######## design 1 ########
--- config.mk ---
export PLATFORM = sky130hd
export DESIGN_NAME = alarm_event_ctrl
export DESIGN_NICKNAME = d
export VERILOG_FILES = /design/src/rtl/alarm_event_ctrl.sv
export SDC_FILE = /design/constraint.sdc
export NUM_CORES = 1
export LEC_CHECK = 0
export CAP_MARGIN = 5
export CORE_MARGIN = 3
export CORE_UTILIZATION = 60
export CTS_CLUSTER_SIZE = 8
export DETAILED_ROUTE_END_ITERATION = 6
export PLACE_DENSITY = 0.82
export RECOVER_POWER = 50
export SETUP_SLACK_MARGIN = 0.15
export SYNTH_ARGS = -nofsm -noshare
export SYNTH_HDL_FRONTEND = slang
export SYNTH_SLANG_ARGS = --single-unit
--- constraint.sdc ---
create_clock -name clk_24m -period 3.7 [get_ports clk_24m]
set_input_delay 0.37 -clock clk_24m [delete_from_list [all_inputs] [get_ports clk_24m]]
set_output_delay 0.37 -clock clk_24m [all_outputs]
set_load 0.03 [all_outputs]
--- src/rtl/alarm_event_ctrl.sv ---
// alarm_event_ctrl: debounces three active-low alarm sensors and sequences the
// alarm through IDLE -> ALARM -> HOLDOFF. It emits a single-cycle jingbao pulse
// each time a new sensor source becomes active.
//
// Ports:
//   clk_24m      in   system clock (24 MHz)
//   rst_n        in   asynchronous active-low reset
//   yan_en       in   smoke sensor, active-low, asynchronous
//   qi_en        in   gas sensor, active-low, asynchronous
//   huo_en       in   flame sensor, active-low, asynchronous
//   ack          in   synchronous acknowledge, level sampled every cycle
//   jingbao      out  single-cycle alarm pulse
//   alarm_code   out  latched active sources {huo, qi, yan}
//   alarm_active out  high while in ALARM
//   holdoff      out  high while in HOLDOFF
module alarm_event_ctrl #(
  parameter int unsigned DEB_CYCLES     = 240000,
  parameter int unsigned HOLDOFF_CYCLES = 24000000
) (
  input  logic       clk_24m,
  input  logic       rst_n,
  input  logic       yan_en,
  input  logic       qi_en,
  input  logic       huo_en,
  input  logic       ack,
  output logic       jingbao,
  output logic [2:0] alarm_code,
  output logic       alarm_active,
  output logic       holdoff
);

  localparam int unsigned NCH    = 3;
  localparam int unsigned DEB_W  = 20;
  localparam int unsigned HOLD_W = 25;

  localparam logic [DEB_W-1:0]  DEB_LAST  = DEB_W'(DEB_CYCLES - 1);
  localparam logic [HOLD_W-1:0] HOLD_LAST = HOLD_W'(HOLDOFF_CYCLES - 1);

  typedef enum logic [1:0] {
    S_IDLE    = 2'd0,
    S_ALARM   = 2'd1,
    S_HOLDOFF = 2'd2
  } state_t;

  // Channel bit order matches alarm_code: [2]=huo, [1]=qi, [0]=yan.
  logic [NCH-1:0]    w_pad;
  logic [NCH-1:0]    r_sync1;
  logic [NCH-1:0]    r_sync2;
  logic [NCH-1:0]    r_f;
  logic [NCH-1:0]    r_f_d;
  logic [DEB_W-1:0]  r_deb_cnt [NCH];
  logic [NCH-1:0]    w_ev;
  logic [NCH-1:0]    w_new_ev;

  state_t            r_state;
  state_t            w_state_nxt;
  logic [NCH-1:0]    r_code;
  logic [NCH-1:0]    w_code_nxt;
  logic [HOLD_W-1:0] r_hcnt;
  logic [HOLD_W-1:0] w_hcnt_nxt;
  logic              r_jingbao;
  logic              w_jb_nxt;
  logic              r_pend;
  logic              w_pend_nxt;
  logic              r_alarm_active;
  logic              r_holdoff;

  assign w_pad = {huo_en, qi_en, yan_en};

  // Two-flop synchroniser; idle level of the pads is high.
  always_ff @(posedge clk_24m or negedge rst_n) begin
    if (!rst_n) begin
      r_sync1 <= '1;
      r_sync2 <= '1;
    end else begin
      r_sync1 <= w_pad;
      r_sync2 <= r_sync1;
    end
  end

  // Per-channel debounce: f follows s only after DEB_CYCLES consecutive mismatches.
  for (genvar g = 0; g < NCH; g++) begin : g_deb
    always_ff @(posedge clk_24m or negedge rst_n) begin
      if (!rst_n) begin
        r_deb_cnt[g] <= '0;
        r_f[g]       <= 1'b1;
      end else if (r_sync2[g] == r_f[g]) begin
        r_deb_cnt[g] <= '0;
      end else if (r_deb_cnt[g] == DEB_LAST) begin
        r_f[g]       <= r_sync2[g];
        r_deb_cnt[g] <= '0;
      end else begin
        r_deb_cnt[g] <= r_deb_cnt[g] + DEB_W'(1);
      end
    end
  end

  // Delayed copy of f; an event is a registered 1->0 edge of f.
  always_ff @(posedge clk_24m or negedge rst_n) begin
    if (!rst_n) begin
      r_f_d <= '1;
    end else begin
      r_f_d <= r_f;
    end
  end

  assign w_ev     = r_f_d & ~r_f;
  assign w_new_ev = w_ev & ~r_code;

  // State and output registers.
  always_ff @(posedge clk_24m or negedge rst_n) begin
    if (!rst_n) begin
      r_state        <= S_IDLE;
      r_code         <= '0;
      r_hcnt         <= '0;
      r_jingbao      <= 1'b0;
      r_pend         <= 1'b0;
      r_alarm_active <= 1'b0;
      r_holdoff      <= 1'b0;
    end else begin
      r_state        <= w_state_nxt;
      r_code         <= w_code_nxt;
      r_hcnt         <= w_hcnt_nxt;
      r_jingbao      <= w_jb_nxt;
      r_pend         <= w_pend_nxt;
      r_alarm_active <= (w_state_nxt == S_ALARM);
      r_holdoff      <= (w_state_nxt == S_HOLDOFF);
    end
  end

  // Next-state and next-output logic.
  // r_pend defers a pulse by one cycle when a new source arrives right after a
  // pulse, so jingbao is never high on two consecutive cycles.
  always_comb begin
    w_state_nxt = r_state;
    w_code_nxt  = r_code;
    w_hcnt_nxt  = r_hcnt;
    w_jb_nxt    = 1'b0;
    w_pend_nxt  = r_pend;
    case (r_state)
      S_IDLE: begin
        if (|w_ev) begin
          w_state_nxt = S_ALARM;
          w_code_nxt  = w_ev;
          w_jb_nxt    = 1'b1;
          w_pend_nxt  = 1'b0;
        end
      end
      S_ALARM: begin
        if (ack) begin
          w_state_nxt = S_HOLDOFF;
          w_code_nxt  = '0;
          w_hcnt_nxt  = '0;
          w_pend_nxt  = 1'b0;
        end else begin
          w_code_nxt = r_code | w_new_ev;
          if ((|w_new_ev) || r_pend) begin
            if (r_jingbao) begin
              w_pend_nxt = 1'b1;
            end else begin
              w_jb_nxt   = 1'b1;
              w_pend_nxt = 1'b0;
            end
          end
        end
      end
      S_HOLDOFF: begin
        w_hcnt_nxt = r_hcnt + HOLD_W'(1);
        if (r_hcnt == HOLD_LAST) begin
          w_hcnt_nxt = '0;
          if (~&r_f) begin
            w_state_nxt = S_ALARM;
            w_code_nxt  = ~r_f;
            w_jb_nxt    = 1'b1;
          end else begin
            w_state_nxt = S_IDLE;
          end
        end
      end
      default: begin
        w_state_nxt = S_IDLE;
        w_code_nxt  = '0;
        w_hcnt_nxt  = '0;
        w_pend_nxt  = 1'b0;
      end
    endcase
  end

  assign jingbao      = r_jingbao;
  assign alarm_code   = r_code;
  assign alarm_active = r_alarm_active;
  assign holdoff      = r_holdoff;

endmodule
######## design 2 ########
==> src/rtl/multicycle_control.sv <==
// rtl/multicycle_control.sv - multicycle MIPS-subset sequencer with memory timeout, illegal-opcode trap and retire counter
module multicycle_control #(
   parameter int MEM_TIMEOUT = 15,
   parameter int CNT_W       = 16
) (
   input  logic             clock,
   input  logic             reset,
   input  logic             habilita,
   input  logic [5:0]       opcode,
   input  logic             mem_pronto,
   output logic             PCEsc,
   output logic             IREsc,
   output logic [1:0]       ULAop,
   output logic             MemParaReg,
   output logic             EscMem,
   output logic             LeMem,
   output logic             Desvio,
   output logic             ULAFonte,
   output logic             RegDest,
   output logic             EscReg,
   output logic [2:0]       estado,
   output logic             erro,
   output logic [CNT_W-1:0] instr_count
);

   typedef enum logic [2:0] {
      BUSCA      = 3'd0,
      DECODIFICA = 3'd1,
      EXECUTA    = 3'd2,
      MEMORIA    = 3'd3,
      ESCRITA    = 3'd4,
      ERRO       = 3'd5
   } state_t;

   typedef enum logic [2:0] {
      CL_NONE = 3'd0,
      CL_R    = 3'd1,
      CL_LW   = 3'd2,
      CL_SW   = 3'd3,
      CL_BEQ  = 3'd4,
      CL_ADDI = 3'd5
   } class_t;

   localparam logic [7:0]       TIMEOUT_LAST = 8'(MEM_TIMEOUT - 1);
   localparam logic [CNT_W-1:0] CNT_ONE      = {{(CNT_W-1){1'b0}}, 1'b1};

   state_t           state;
   class_t           op_class;
   class_t           dec_class;
   logic [7:0]       wait_cnt;
   logic [CNT_W-1:0] count;

   always_comb begin
      case (opcode)
         6'b000000: dec_class = CL_R;
         6'b100011: dec_class = CL_LW;
         6'b101011: dec_class = CL_SW;
         6'b000100: dec_class = CL_BEQ;
         6'b001000: dec_class = CL_ADDI;
         default:   dec_class = CL_NONE;
      endcase
   end

   always_ff @(posedge clock or negedge reset) begin
      if (!reset) begin
         state    <= BUSCA;
         op_class <= CL_NONE;
         wait_cnt <= 8'd0;
         count    <= '0;
      end else begin
         case (state)
            BUSCA: begin
               if (habilita)
                  state <= DECODIFICA;
            end
            DECODIFICA: begin
               if (dec_class == CL_NONE) begin
                  state <= ERRO;
               end else begin
                  state    <= EXECUTA;
                  op_class <= dec_class;
               end
            end
            EXECUTA: begin
               wait_cnt <= 8'd0;
               case (op_class)
                  CL_R, CL_ADDI: state <= ESCRITA;
                  CL_LW, CL_SW:  state <= MEMORIA;
                  CL_BEQ: begin
                     state <= BUSCA;
                     count <= count + CNT_ONE;
                  end
                  default:       state <= ERRO;
               endcase
            end
            MEMORIA: begin
               // a ready arriving on the last allowed cycle still completes
               if (mem_pronto) begin
                  if (op_class == CL_LW) begin
                     state <= ESCRITA;
                  end else if (op_class == CL_SW) begin
                     state <= BUSCA;
                     count <= count + CNT_ONE;
                  end else begin
                     state <= ERRO;
                  end
               end else if (wait_cnt == TIMEOUT_LAST) begin
                  state <= ERRO;
               end else begin
                  wait_cnt <= wait_cnt + 8'd1;
               end
            end
            ESCRITA: begin
               state <= BUSCA;
               count <= count + CNT_ONE;
            end
            ERRO:    state <= ERRO;
            default: state <= ERRO;
         endcase
      end
   end

   // controls are gated by reset so an aborted instruction stops writing at once
   always_comb begin
      PCEsc      = 1'b0;
      IREsc      = 1'b0;
      ULAop      = 2'b00;
      MemParaReg = 1'b0;
      EscMem     = 1'b0;
      LeMem      = 1'b0;
      Desvio     = 1'b0;
      ULAFonte   = 1'b0;
      RegDest    = 1'b0;
      EscReg     = 1'b0;
      if (reset) begin
         case (state)
            BUSCA: begin
               PCEsc = habilita;
               IREsc = habilita;
            end
            EXECUTA: begin
               case (op_class)
                  CL_R:                   ULAop = 2'b10;
                  CL_ADDI, CL_LW, CL_SW:  ULAFonte = 1'b1;
                  CL_BEQ: begin
                     ULAop  = 2'b01;
                     Desvio = 1'b1;
                     PCEsc  = 1'b1;
                  end
                  default: ;
               endcase
            end
            MEMORIA: begin
               ULAFonte = 1'b1;
               LeMem    = (op_class == CL_LW);
               EscMem   = (op_class == CL_SW);
            end
            ESCRITA: begin
               case (op_class)
                  CL_R: begin
                     ULAop   = 2'b10;
                     RegDest = 1'b1;
                     EscReg  = 1'b1;
                  end
                  CL_ADDI: begin
                     ULAFonte = 1'b1;
                     EscReg   = 1'b1;
                  end
                  CL_LW: begin
                     ULAFonte   = 1'b1;
                     MemParaReg = 1'b1;
                     EscReg     = 1'b1;
                  end
                  default: ;
               endcase
            end
            default: ;
         endcase
      end
   end

   assign estado      = state;
   assign erro        = (state == ERRO);
   assign instr_count = count;

endmodule

==> config.mk <==
export PLATFORM = sky130hd
export DESIGN_NAME = multicycle_control
export DESIGN_NICKNAME = d
export VERILOG_FILES = /design/src/rtl/multicycle_control.sv
export SDC_FILE = /design/constraint.sdc
export NUM_CORES = 1
export LEC_CHECK = 0
export CAP_MARGIN = 20
export CELL_PAD_IN_SITES_DETAIL_PLACEMENT = 0
export CELL_PAD_IN_SITES_GLOBAL_PLACEMENT = 1
export CORE_MARGIN = 4
export CORE_UTILIZATION = 35
export DETAILED_ROUTE_END_ITERATION = 10
export PLACE_DENSITY_LB_ADDON = 0.2
export SLEW_MARGIN = 0
export SYNTH_ARGS = -nofsm -noshare
export SYNTH_HDL_FRONTEND = slang
export SYNTH_SLANG_ARGS = --single-unit
==> constraint.sdc <==
create_clock -name clock -period 1.8 [get_ports clock]
set_clock_uncertainty 0.1 [all_clocks]
set_input_delay 0.45 -clock clock [delete_from_list [all_inputs] [get_ports clock]]
set_output_delay 0.45 -clock clock [all_outputs]
set_load 0.02 [all_outputs]
######## design 3 ########
[src/rtl/control_sequencer_pkg.sv]
// Shared definitions for the control sequencer: state encoding, opcode and
// function-field constants, and the register-write decode.
package control_sequencer_pkg;

  // PREEMPT aliases WAIT_IN on the 3-bit state port; the preempt pulse tells them apart.
  typedef enum logic [3:0] {
    S_FETCH   = 4'd0,
    S_DECODE  = 4'd1,
    S_EXEC    = 4'd2,
    S_WAIT_MD = 4'd3,
    S_WAIT_HD = 4'd4,
    S_WB      = 4'd5,
    S_WAIT_IN = 4'd6,
    S_HALT    = 4'd7,
    S_PREEMPT = 4'd14
  } state_t;

  localparam logic [6:0] OP_R     = 7'd51;
  localparam logic [6:0] OP_LW    = 7'd3;
  localparam logic [6:0] OP_ADDI  = 7'd19;
  localparam logic [6:0] OP_BR    = 7'd99;
  localparam logic [6:0] OP_JAL   = 7'd111;
  localparam logic [6:0] OP_SW    = 7'd35;
  localparam logic [6:0] OP_IN    = 7'd55;
  localparam logic [6:0] OP_AUIPC = 7'd23;
  localparam logic [6:0] OP_HALT  = 7'd63;
  localparam logic [6:0] OP_HD_RD = 7'd62;
  localparam logic [6:0] OP_HD_WR = 7'd61;
  localparam logic [6:0] OP_WAIT  = 7'd60;

  localparam logic [2:0] F3_MD = 3'd3;
  localparam logic [2:0] F3_JR = 3'd7;

  localparam logic [6:0] F7_JR     = 7'd0;
  localparam logic [6:0] F7_JR_CTX = 7'd1;
  localparam logic [6:0] F7_JR_SO  = 7'd2;

  function automatic logic is_jr(input logic [2:0] fn3, input logic [6:0] fn7);
    return (fn3 == F3_JR) && ((fn7 == F7_JR) || (fn7 == F7_JR_CTX) || (fn7 == F7_JR_SO));
  endfunction

  // hd_fail marks a disk read that timed out, which must not write back.
  function automatic logic writes_reg(input logic [6:0] op, input logic [2:0] fn3,
                                      input logic [6:0] fn7, input logic hd_fail);
    logic w;
    w = 1'b0;
    case (op)
      OP_R:                            w = !is_jr(fn3, fn7);
      OP_LW, OP_ADDI, OP_JAL, OP_IN:   w = 1'b1;
      OP_HD_RD:                        w = !hd_fail;
      default:                         w = 1'b0;
    endcase
    return w;
  endfunction

endpackage

[src/rtl/control_sequencer_quantum_timer.sv]
// User-mode preemption quantum: down-counter with reload, yield request and
// a sticky pending flag that the sequencer honours at its next fetch.
module quantum_timer #(
  parameter int QUANTUM = 1000,
  parameter int QW      = 16
) (
  input  logic clk,
  input  logic rst_n,
  input  logic user_mode,
  input  logic reload,
  input  logic clear_pending,
  input  logic yield_req,
  output logic pending
);

  localparam logic [QW-1:0] RELOAD_VAL = QW'(QUANTUM);

  logic [QW-1:0] count;

  always_ff @(posedge clk) begin
    if (!rst_n) begin
      count   <= RELOAD_VAL;
      pending <= 1'b0;
    end else if (reload) begin
      // A reload beats an expiry landing on the same cycle.
      count <= RELOAD_VAL;
      if (clear_pending) pending <= 1'b0;
    end else begin
      if (user_mode && (count != '0)) begin
        count <= count - 1'b1;
        if (count == QW'(1)) pending <= 1'b1;
      end
      if (yield_req) pending <= 1'b1;
    end
  end

endmodule

[src/rtl/control_sequencer.sv]
// Multi-cycle control FSM: fetch/decode/execute with mul/div, disk and
// switch-input waits, plus user-mode quantum preemption and sticky halt.
module control_sequencer
  import control_sequencer_pkg::*;
#(
  parameter int QUANTUM = 1000,
  parameter int QW      = 16,
  parameter int MD_LAT  = 4,
  parameter int HD_TMO  = 255
) (
  input  logic       clk,
  input  logic       rst_n,
  input  logic [6:0] opcode,
  input  logic [2:0] f3,
  input  logic [6:0] f7,
  input  logic       hd_ready,
  input  logic       in_valid,
  output logic       ir_write,
  output logic       pc_write,
  output logic       reg_write,
  output logic       mem_write,
  output logic       hd_req,
  output logic       hd_we,
  output logic       in_ack,
  output logic       preempt,
  output logic       user_mode,
  output logic       halted,
  output logic       hd_err,
  output logic [2:0] state
);

  localparam int TW = (HD_TMO < 2) ? 1 : $clog2(HD_TMO + 1);

  state_t        st, st_nx;
  logic [3:0]    md_cnt;
  logic [TW-1:0] tmo_cnt;
  logic          hd_fail;
  logic          pending;
  logic          in_wb, jr_ctx, jr_so, tmo_hit;

  assign in_wb   = (st == S_WB);
  assign jr_ctx  = (opcode == OP_R) && (f3 == F3_JR) && (f7 == F7_JR_CTX);
  assign jr_so   = (opcode == OP_R) && (f3 == F3_JR) && (f7 == F7_JR_SO);
  assign tmo_hit = (st == S_WAIT_HD) && !hd_ready && (tmo_cnt == TW'(HD_TMO - 1));

  quantum_timer #(.QUANTUM(QUANTUM), .QW(QW)) u_quantum_timer (
    .clk           (clk),
    .rst_n         (rst_n),
    .user_mode     (user_mode),
    .reload        ((in_wb && jr_ctx) || (st == S_PREEMPT)),
    .clear_pending (st == S_PREEMPT),
    .yield_req     (in_wb && (opcode == OP_WAIT) && user_mode),
    .pending       (pending)
  );

  always_comb begin
    st_nx = st;
    case (st)
      S_FETCH:   st_nx = pending ? S_PREEMPT : S_DECODE;
      S_DECODE:  st_nx = S_EXEC;
      S_EXEC: begin
        if ((opcode == OP_R) && (f3 == F3_MD))               st_nx = S_WAIT_MD;
        else if ((opcode == OP_HD_RD) || (opcode == OP_HD_WR)) st_nx = S_WAIT_HD;
        else if (opcode == OP_IN)                             st_nx = S_WAIT_IN;
        else if (opcode == OP_HALT)                           st_nx = S_HALT;
        else                                                  st_nx = S_WB;
      end
      S_WAIT_MD: if (md_cnt == 4'(MD_LAT - 1)) st_nx = S_WB;
      S_WAIT_HD: if (hd_ready || tmo_hit) st_nx = S_WB;
      S_WAIT_IN: if (in_valid) st_nx = S_WB;
      S_WB:      st_nx = S_FETCH;
      S_PREEMPT: st_nx = S_FETCH;
      S_HALT:    st_nx = S_HALT;
      default:   st_nx = S_FETCH;
    endcase
  end

  always_ff @(posedge clk) begin
    if (!rst_n) begin
      st        <= S_FETCH;
      md_cnt    <= '0;
      tmo_cnt   <= '0;
      hd_fail   <= 1'b0;
      hd_err    <= 1'b0;
      user_mode <= 1'b0;
    end else begin
      st      <= st_nx;
      md_cnt  <= (st == S_WAIT_MD) ? md_cnt + 1'b1 : '0;
      tmo_cnt <= (st == S_WAIT_HD) ? tmo_cnt + 1'b1 : '0;
      if (tmo_hit) begin
        hd_err  <= 1'b1;
        hd_fail <= 1'b1;
      end else if (st == S_FETCH) begin
        hd_fail <= 1'b0;
      end
      if (in_wb && jr_ctx)                             user_mode <= 1'b1;
      else if ((in_wb && jr_so) || (st == S_PREEMPT))  user_mode <= 1'b0;
    end
  end

  // Strobes decode the registered state only; in_ack alone follows in_valid.
  always_comb begin
    ir_write  = rst_n && (st == S_FETCH) && !pending;
    pc_write  = rst_n && in_wb;
    reg_write = rst_n && in_wb && writes_reg(opcode, f3, f7, hd_fail);
    mem_write = rst_n && in_wb && (opcode == OP_SW);
    hd_req    = rst_n && (st == S_WAIT_HD);
    hd_we     = rst_n && (st == S_WAIT_HD) && (opcode == OP_HD_WR);
    in_ack    = rst_n && (st == S_WAIT_IN) && in_valid;
    preempt   = rst_n && (st == S_PREEMPT);
    halted    = (st == S_HALT);
    state     = st[2:0];
  end

endmodule

[config.mk]
export PLATFORM = sky130hd
export DESIGN_NAME = control_sequencer
export DESIGN_NICKNAME = d
export VERILOG_FILES = /design/src/rtl/control_sequencer_pkg.sv /design/src/rtl/control_sequencer_quantum_timer.sv /design/src/rtl/control_sequencer.sv
export SDC_FILE = /design/constraint.sdc
export NUM_CORES = 1
export LEC_CHECK = 0
export CAP_MARGIN = 30
export CORE_MARGIN = 2
export CORE_UTILIZATION = 55
export DETAILED_ROUTE_END_ITERATION = 7
export GPL_TIMING_DRIVEN = 0
export PLACE_DENSITY_LB_ADDON = 0.1
export SLEW_MARGIN = 40
export SYNTH_ARGS = -nofsm -noshare
export SYNTH_HDL_FRONTEND = slang
export SYNTH_HIERARCHICAL = 1
export SYNTH_SLANG_ARGS = --single-unit
[constraint.sdc]
create_clock -name clk -period 5.1 [get_ports clk]
set_input_delay 1.02 -clock clk [delete_from_list [all_inputs] [get_ports clk]]
set_output_delay 1.02 -clock clk [all_outputs]
set_load 0.02 [all_outputs]
######## design 4 ########
File: config.mk
export PLATFORM = sky130hd
export DESIGN_NAME = uart_rx_frame
export DESIGN_NICKNAME = d
export VERILOG_FILES = /design/src/rtl/uart_pkg.sv /design/src/rtl/uart_rx_sync.sv /design/src/rtl/uart_rx_frame.sv
export SDC_FILE = /design/constraint.sdc
export NUM_CORES = 1
export LEC_CHECK = 0
export CAP_MARGIN = 10
export CORE_MARGIN = 3
export CORE_UTILIZATION = 51
export CTS_CLUSTER_SIZE = 30
export DETAILED_ROUTE_END_ITERATION = 16
export PLACE_DENSITY_LB_ADDON = 0.05
export SLEW_MARGIN = 20
export SYNTH_ARGS = -nofsm -noshare
export SYNTH_HDL_FRONTEND = slang
export SYNTH_SLANG_ARGS = --single-unit
export TNS_END_PERCENT = 30
File: constraint.sdc
create_clock -name clk -period 1.6 [get_ports clk]
set_input_delay 0.16 -clock clk [delete_from_list [all_inputs] [get_ports clk]]
set_output_delay 0.16 -clock clk [all_outputs]
set_load 0.02 [all_outputs]
File: src/rtl/uart_pkg.sv
// Shared types and constants for the UART receive path.
package uart_pkg;

  typedef enum logic [2:0] {
    IDLE,
    START,
    DATA,
    PARITY,
    STOP
  } rx_state_e;

  localparam logic START_BIT  = 1'b0;
  localparam logic STOP_BIT   = 1'b1;
  localparam logic IDLE_LEVEL = 1'b1;

  localparam int unsigned WORD_LENGTH_DEFAULT = 8;
  localparam int unsigned FRAME_BITS          = WORD_LENGTH_DEFAULT + 3;

endpackage

File: src/rtl/uart_rx_sync.sv
// Serial line input conditioning: 2-flop synchroniser plus a delay flop for
// falling-edge (start) detection. All flops reset to the idle level.
module uart_rx_sync
  import uart_pkg::*;
(
  input  logic clk,
  input  logic rst_n,
  input  logic serial_i,
  output logic line_sync,
  output logic start_edge
);

  logic meta_q;
  logic sync_q;
  logic dly_q;

  always_ff @(posedge clk or negedge rst_n) begin
    if (!rst_n) begin
      meta_q <= IDLE_LEVEL;
      sync_q <= IDLE_LEVEL;
      dly_q  <= IDLE_LEVEL;
    end else begin
      meta_q <= serial_i;
      sync_q <= meta_q;
      dly_q  <= sync_q;
    end
  end

  assign line_sync  = sync_q;
  // A held-low line (break) never re-triggers: a fresh 1->0 transition is needed.
  assign start_edge = (sync_q == START_BIT) && (dly_q == IDLE_LEVEL);

endmodule

File: src/rtl/uart_rx_frame.sv
// UART receive framer: start, WORD_LENGTH data bits LSB-first, even parity, stop.
// Define UART_RX_PARITY_CHECK_EN to build the parity checker; otherwise
// parity_error is tied 0 (the parity bit is still timed).
module uart_rx_frame
  import uart_pkg::*;
#(
  parameter int unsigned WORD_LENGTH  = 8,
  parameter int unsigned CLKS_PER_BIT = 434
) (
  input  logic                   clk,
  input  logic                   reset,
  input  logic                   SerialDataIn,
  output logic [WORD_LENGTH-1:0] DataRX,
  output logic                   rx_valid,
  output logic                   parity_error,
  output logic                   framing_error,
  output logic                   busy
);

  localparam int unsigned CNT_W = $clog2(CLKS_PER_BIT);
  localparam int unsigned IDX_W = $clog2(WORD_LENGTH + 1);

  localparam logic [CNT_W-1:0] CNT_HALF = CNT_W'(CLKS_PER_BIT / 2 - 1);
  localparam logic [CNT_W-1:0] CNT_LAST = CNT_W'(CLKS_PER_BIT - 1);
  localparam logic [IDX_W-1:0] IDX_LAST = IDX_W'(WORD_LENGTH - 1);

  logic line_sync;
  logic start_edge;

  rx_state_e              state_q, state_d;
  logic [CNT_W-1:0]       cnt_q, cnt_d;
  logic [IDX_W-1:0]       idx_q, idx_d;
  logic [WORD_LENGTH-1:0] shift_q, shift_d;
  logic [WORD_LENGTH-1:0] data_q, data_d;
  logic                   ferr_q, ferr_d;
  logic                   valid_q, valid_d;
  logic                   tick_last;
`ifdef UART_RX_PARITY_CHECK_EN
  logic                   par_q, par_d;
  logic                   perr_q, perr_d;
`endif

  uart_rx_sync u_sync (
    .clk        (clk),
    .rst_n      (reset),
    .serial_i   (SerialDataIn),
    .line_sync  (line_sync),
    .start_edge (start_edge)
  );

  assign tick_last = (cnt_q == CNT_LAST);

  always_comb begin
    state_d = state_q;
    idx_d   = idx_q;
    shift_d = shift_q;
    data_d  = data_q;
    ferr_d  = ferr_q;
    valid_d = 1'b0;
`ifdef UART_RX_PARITY_CHECK_EN
    par_d   = par_q;
    perr_d  = perr_q;
`endif

    unique case (state_q)
      IDLE: begin
        if (start_edge) state_d = START;
      end
      START: begin
        idx_d = '0;
        if (cnt_q == CNT_HALF) begin
          state_d = (line_sync == START_BIT) ? DATA : IDLE;
        end
      end
      DATA: begin
        if (tick_last) begin
          shift_d = {line_sync, shift_q[WORD_LENGTH-1:1]};
          idx_d   = idx_q + 1'b1;
          if (idx_q == IDX_LAST) state_d = PARITY;
        end
      end
      PARITY: begin
        if (tick_last) begin
`ifdef UART_RX_PARITY_CHECK_EN
          par_d = line_sync;
`endif
          state_d = STOP;
        end
      end
      STOP: begin
        if (tick_last) begin
          data_d  = shift_q;
`ifdef UART_RX_PARITY_CHECK_EN
          perr_d  = par_q ^ (^shift_q);
`endif
          ferr_d  = (line_sync != STOP_BIT);
          valid_d = 1'b1;
          state_d = IDLE;
        end
      end
      default: state_d = IDLE;
    endcase

    // Timer restarts on every state change so each state measures from its own entry.
    if ((state_d != state_q) || (state_q == IDLE) || tick_last) begin
      cnt_d = '0;
    end else begin
      cnt_d = cnt_q + 1'b1;
    end
  end

  always_ff @(posedge clk or negedge reset) begin
    if (!reset) begin
      state_q <= IDLE;
      cnt_q   <= '0;
      idx_q   <= '0;
      shift_q <= '0;
      data_q  <= '0;
      ferr_q  <= 1'b0;
      valid_q <= 1'b0;
    end else begin
      state_q <= state_d;
      cnt_q   <= cnt_d;
      idx_q   <= idx_d;
      shift_q <= shift_d;
      data_q  <= data_d;
      ferr_q  <= ferr_d;
      valid_q <= valid_d;
    end
  end

`ifdef UART_RX_PARITY_CHECK_EN
  always_ff @(posedge clk or negedge reset) begin
    if (!reset) begin
      par_q  <= 1'b0;
      perr_q <= 1'b0;
    end else begin
      par_q  <= par_d;
      perr_q <= perr_d;
    end
  end

  assign parity_error = perr_q;
`else
  assign parity_error = 1'b0;
`endif

  assign DataRX        = data_q;
  assign rx_valid      = valid_q;
  assign framing_error = ferr_q;
  assign busy          = (state_q != IDLE);

endmodule
**Design 1: cell density map**

10 x 10 tiles, from white (low) to dark blue (high), 0 to 100% covered.
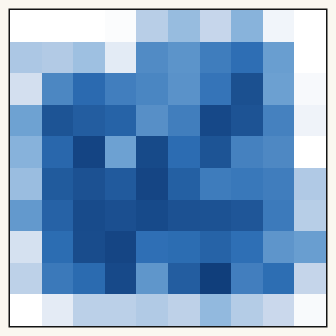
- tiles over 75% full: 34%
- mean over tiles: 56%
- emptiest ninth of the die: top left
- fullest tile: 95%

==> results.cfg, design 1 <==
; flow metrics
[outcome]
status = complete, but fails checks
violations = max-capacitance violations, max-slew violations

[layout]
comb_cells = 398
final_common_cell = dfrtp_1
fin_nets = 553
clkCellAreaFrac_pct = 3.91
layout-drive-gt1-share_pct = 6.39
largest_cell_class = registers
seq_share_pct = 47.7

[cts]
cts_tree = done
ctsHoldBuffers = 0

[placed_design]
place_hpwl_um = 6310
portBuffers = 11

[synth]
synthArstFlopShare_pct = 100
top_cell = dfrtp_1
postSynthSeqShare_pct = 51.2
fp_nets = 546
synth_area_leader_cell = dfrtp_1

[worst_setup_path]
reg2reg_slack_ns = 1.41
startpoint = rst_n
crit_slowest_cell = clkbuf_2
rr_endpoint = r_hcnt[21]$_DFFE_PN0P_

[floorplan]
die_x_um = 99.2
fp.dieH_um = 99.2

[routing]
wl_per_cell_um = 15.1
drc_errors = 0

[sta]
drv_slew = 88
tightest_slew_ns = 2.08

[flow_run]
warnings = 26
drv_cap = 1

[power_and_ir_drop]
p_comb_w = 0.0000553
power.share.clock_pct = 38.6

[grt]
grt_max_degree = 88
gr-usage-met1_pct = 29.5
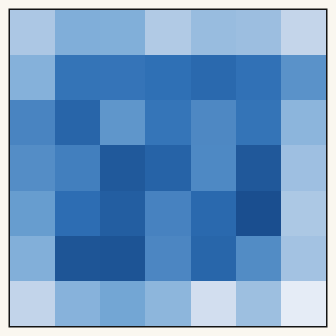
**Above:** design 3 (cell density map).
7 x 7 tiles, from white (low) to dark blue (high), 0 to 100% covered.
- mean over tiles: 58%
- emptiest ninth of the die: bottom right
- tiles over 75% full: 25%
- fullest tile: 88%
FP Core Util: 57.5%
core area: 0.00369 mm²

==> results.cfg, design 3 <==
; flow metrics
[grt]
gr-usage-met1_pct = 32.1
grt_pass1_vias = 1896
grt_pass1_wl_um = 8330
globalRouteTotalUtil_pct = 24.3
use_met2_pct = 37.4

[cts]
postCtsSetupBuffers = 0
clock_path_buffers = 2
cts_resized = 0

[layout]
final_common_cell = dfxtp_1
ff_count = 36
final-seq-area_um2 = 721
clkCellAreaFrac_pct = 3.12
syn2layout_area_growth_pct = 22.7
fill_cells = 317

[routing]
vias = 2038
routed-wl-met2_um = 2180
drtPass1Iterations = 5

[worst_setup_path]
path_common_cell = clkdlybuf4s50_1
worst-path-max-fanout = 2
startpoint = f7[3]
cp.depth = 6
rr_startpoint = st[0]$_SDFFE_PN0P_

[power_and_ir_drop]
p_comb_w = 0.000235
p_int_w = 0.000491
power_leader = sequential cells
pg_clk_w = 0.000194
swShare_pct = 33.0
p_leak_nw = 0.914
power.share.clock_pct = 26.5
p_sw_w = 0.000242

[synth]
yosys.area_share.aoi_pct = 14.9
top_cell = dfxtp_1
synthFlopType = dfxtp_1
fp_nets = 290
ys_sh_xor_pct = 4.13
top_logic_kind = simple AND/OR/NAND/NOR gates
synth.distinct_cells = 54

[sta]
setup_ws_ns = 0.952
drv_slew = 0
finalClockPeriodUsage_pct = 81.3
skew_ns = 0.00428

[floorplan]
die_area_mm2 = 0.00437
die_x_um = 66.1

[outcome]
status = completed
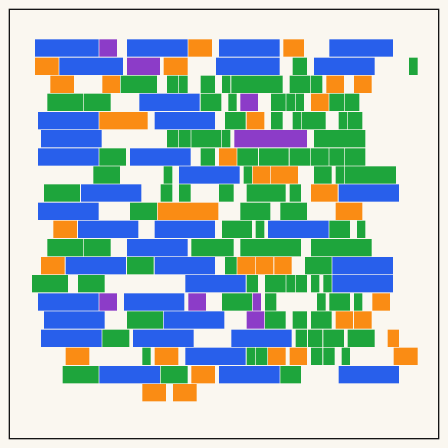
**Above:** design 4 (cell classes on the final placement).
- blue: flops (cells 37)
- green: combinational and other logic (cells 96)
- orange: other buffers and delay cells (cells 34)
- purple: clock drivers and dummy loads (cells 8)
Final Core Density: 70.3%
FP Rows: 20
Seq/total area: 42.0%
core area: 0.00315 mm²
Design Area, Final: 0.00222 mm²

==> results.cfg, design 4 <==
; flow metrics
[grt]
use_met2_pct = 31.2
gr-usage-met1_pct = 23.1
grt_pass1_wl_um = 5850

[synth]
topCellsByArea = dfrtp_1 (49%), mux2_4 (6.1%), mux2_2 (5.2%)
fp_nets = 147
edf_count = 0
ys_warn_count = 0
ys_sh_xor_pct = 4.57
top_logic_kind = simple AND/OR/NAND/NOR gates
synth.distinct_cells = 41

[floorplan]
fp_util_pct = 54.8
taps = 44

[sta]
layout_min_cycle_time_ns = 1.66
setup_ws_ns = -0.0613
setup_viol = 16
skew_ns = 0.00806

[worst_setup_path]
critPathRequiredTime_ns = 1.84
cpLargestDelayFamily = simple AND/OR/NAND/NOR gates
critPathBufInv = 2
rr_endpoint = DataRX[3]$_DFFE_PN0P_

[outcome]
violations = negative setup slack
status = complete, but fails checks

[placed_design]
place_congestion = 0.854

[cts]
ctsHoldBuffers = 1
numCtsBuffers = 5
insertion_delay_ns = 0.35
cts_root_buffer = clkbuf_4

[layout]
nClkBuffers = 7
clkCellAreaFrac_pct = 3.84

[routing]
wl_per_cell_um = 15.9
wl_met1_um = 1520

[min_path]
holdPathEnd = u_sync.meta_q$_DFF_PN1_

[power_and_ir_drop]
p_leak_nw = 1.05
seq_power_w = 0.00107
seqPwrFrac_pct = 47.6
**Design 2: sequential cells grouped by signal name**

Bar = 20 µm. Other sequential cells in the stronger grey, the rest of the logic in the fainter grey.
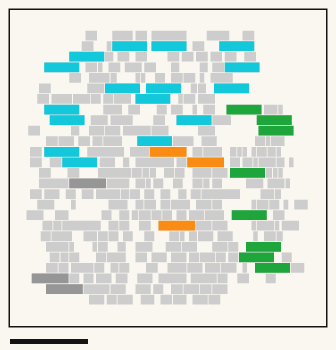
- orange: estado (flops 3)
- green: wait_cnt (flops 8)
- cyan: instr_count (flops 16)
- not coloured: 3
sequential power: 0.000740 W
FF+latch area: 758 µm²
Final Core Density: 62.6%

**Design 2: cell classes on the final placement**

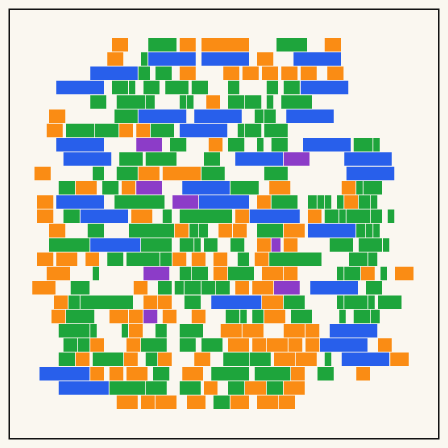
- purple: clock drivers and dummy loads (cells 8)
- green: combinational and other logic (cells 145)
- orange: other buffers and delay cells (cells 103)
- blue: flops (cells 30)
Design Area, Final: 0.00324 mm²
FP Rows: 26
Seq/total area: 23.4%

==> results.cfg, design 2 <==
; flow metrics
[power_and_ir_drop]
swShare_pct = 30.5
seqPwrFrac_pct = 41.6
pg_clk_w = 0.000582

[layout]
nClkBuffers = 6
antenna_cells = 0
largest_register_ff_count = 16
inv_count = 5

[routing]
wl_met1_um = 2350
routed-wl-met2_um = 2700
drtPass1Iterations = 4

[floorplan]
fp_util_pct = 36.5
taps = 70
die_area_mm2 = 0.00663
fp.coreArea_mm2 = 0.00517

[synth]
netlist.area_leader.share_pct = 39.8
yosys.area_share.aoi_pct = 17.0
ys_cells = 185
yosys-top-cells-count = dfrtp_1 (30), xnor2_1 (19), nor2_1 (16)
synth.distinct_cells = 54
ys.flops = 30

[cts]
cts_tree = done
cts_root_buffer = clkbuf_8

[worst_setup_path]
worst-path-max-fanout = 5
crit_chain = nor2b_4, nand4_1, buf_4, nor3b_4, buf_6
worst-setup-path-type = reg -> out

[placed_design]
dpl.cell_count = 330

[outcome]
status = complete, but fails checks
violations = negative setup slack

[sta]
setup_ws_ns = -0.294
setup_viol = 26
layout_min_cycle_time_ns = 2.09

[flow_run]
drv_cap = 0

==> layout pictures side by side <==
The metal 3 layer.
Bar = 20 µm.
picture 1
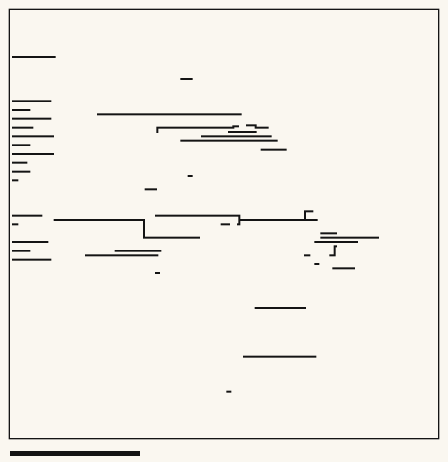
picture 2
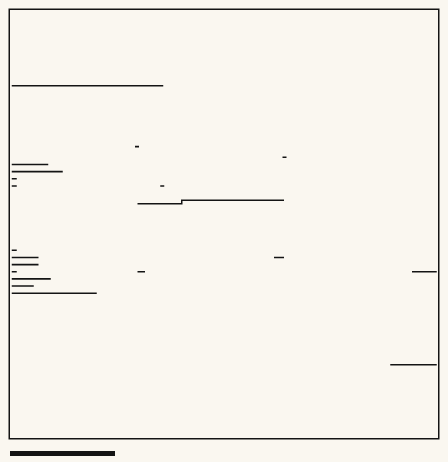
picture 3
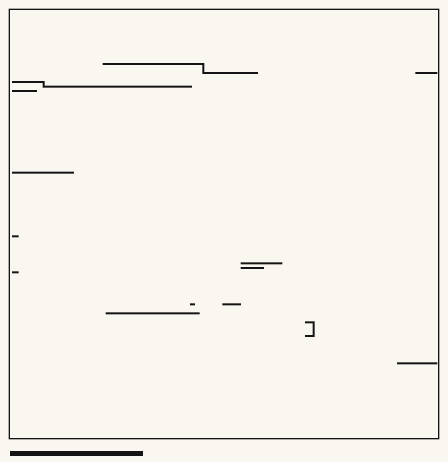
picture 4
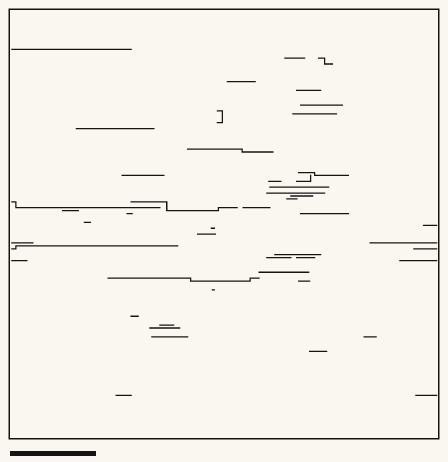
| from | picture |
|---|---|
| design 3 | picture 1 |
| design 4 | picture 3 |
| design 1 | picture 4 |
| design 2 | picture 2 |
- largest die: picture 4

Key to picture 2:
- share of all routed wire: 2.5%
- nets with wire on the layer: 15
- main direction: horizontal
- wire length on this layer: 129 µm
- longest straight run: 28.5 µm



==> notes/layouts.md <==
Pictures saved along the way, in no particular order.

Sequential cells grouped by signal name.
Bar = 20 µm. Other sequential cells in the stronger grey, the rest of the logic in the fainter grey.
panel A
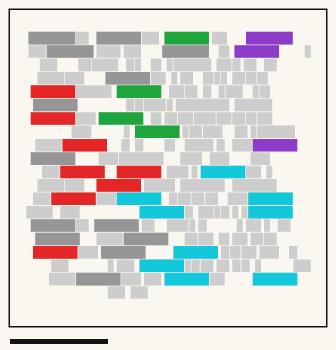
panel B
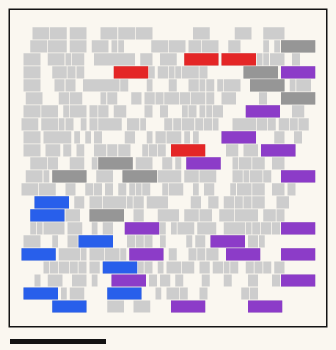
panel C
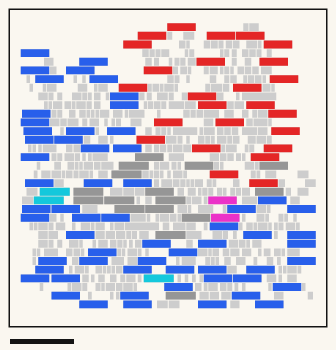
- panel A = design 4
- panel C = design 1
- panel B = design 3
The one with the largest die is panel C.
The one with the most cells is panel C.

Key to panel B:
- purple: u_quantum_timer/count (flops 16)
- blue: tmo_cnt (flops 8; where bottom left)
- red: st (flops 4; where top middle)
- not coloured: 8


==> layout pictures side by side <==
Placement view.
(a)
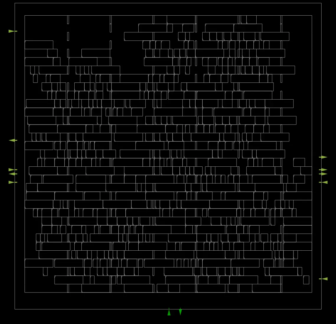
(b)
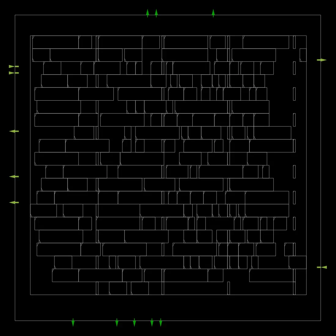
(c)
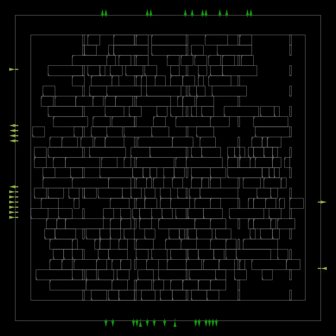
(d)
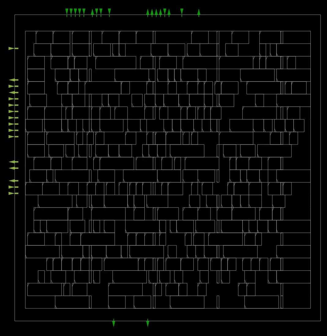
The one with the most sequential cells is (a).
(d): design 3
(b): design 4
(c): design 2
(a): design 1

Power and IR drop assume default switching activity.
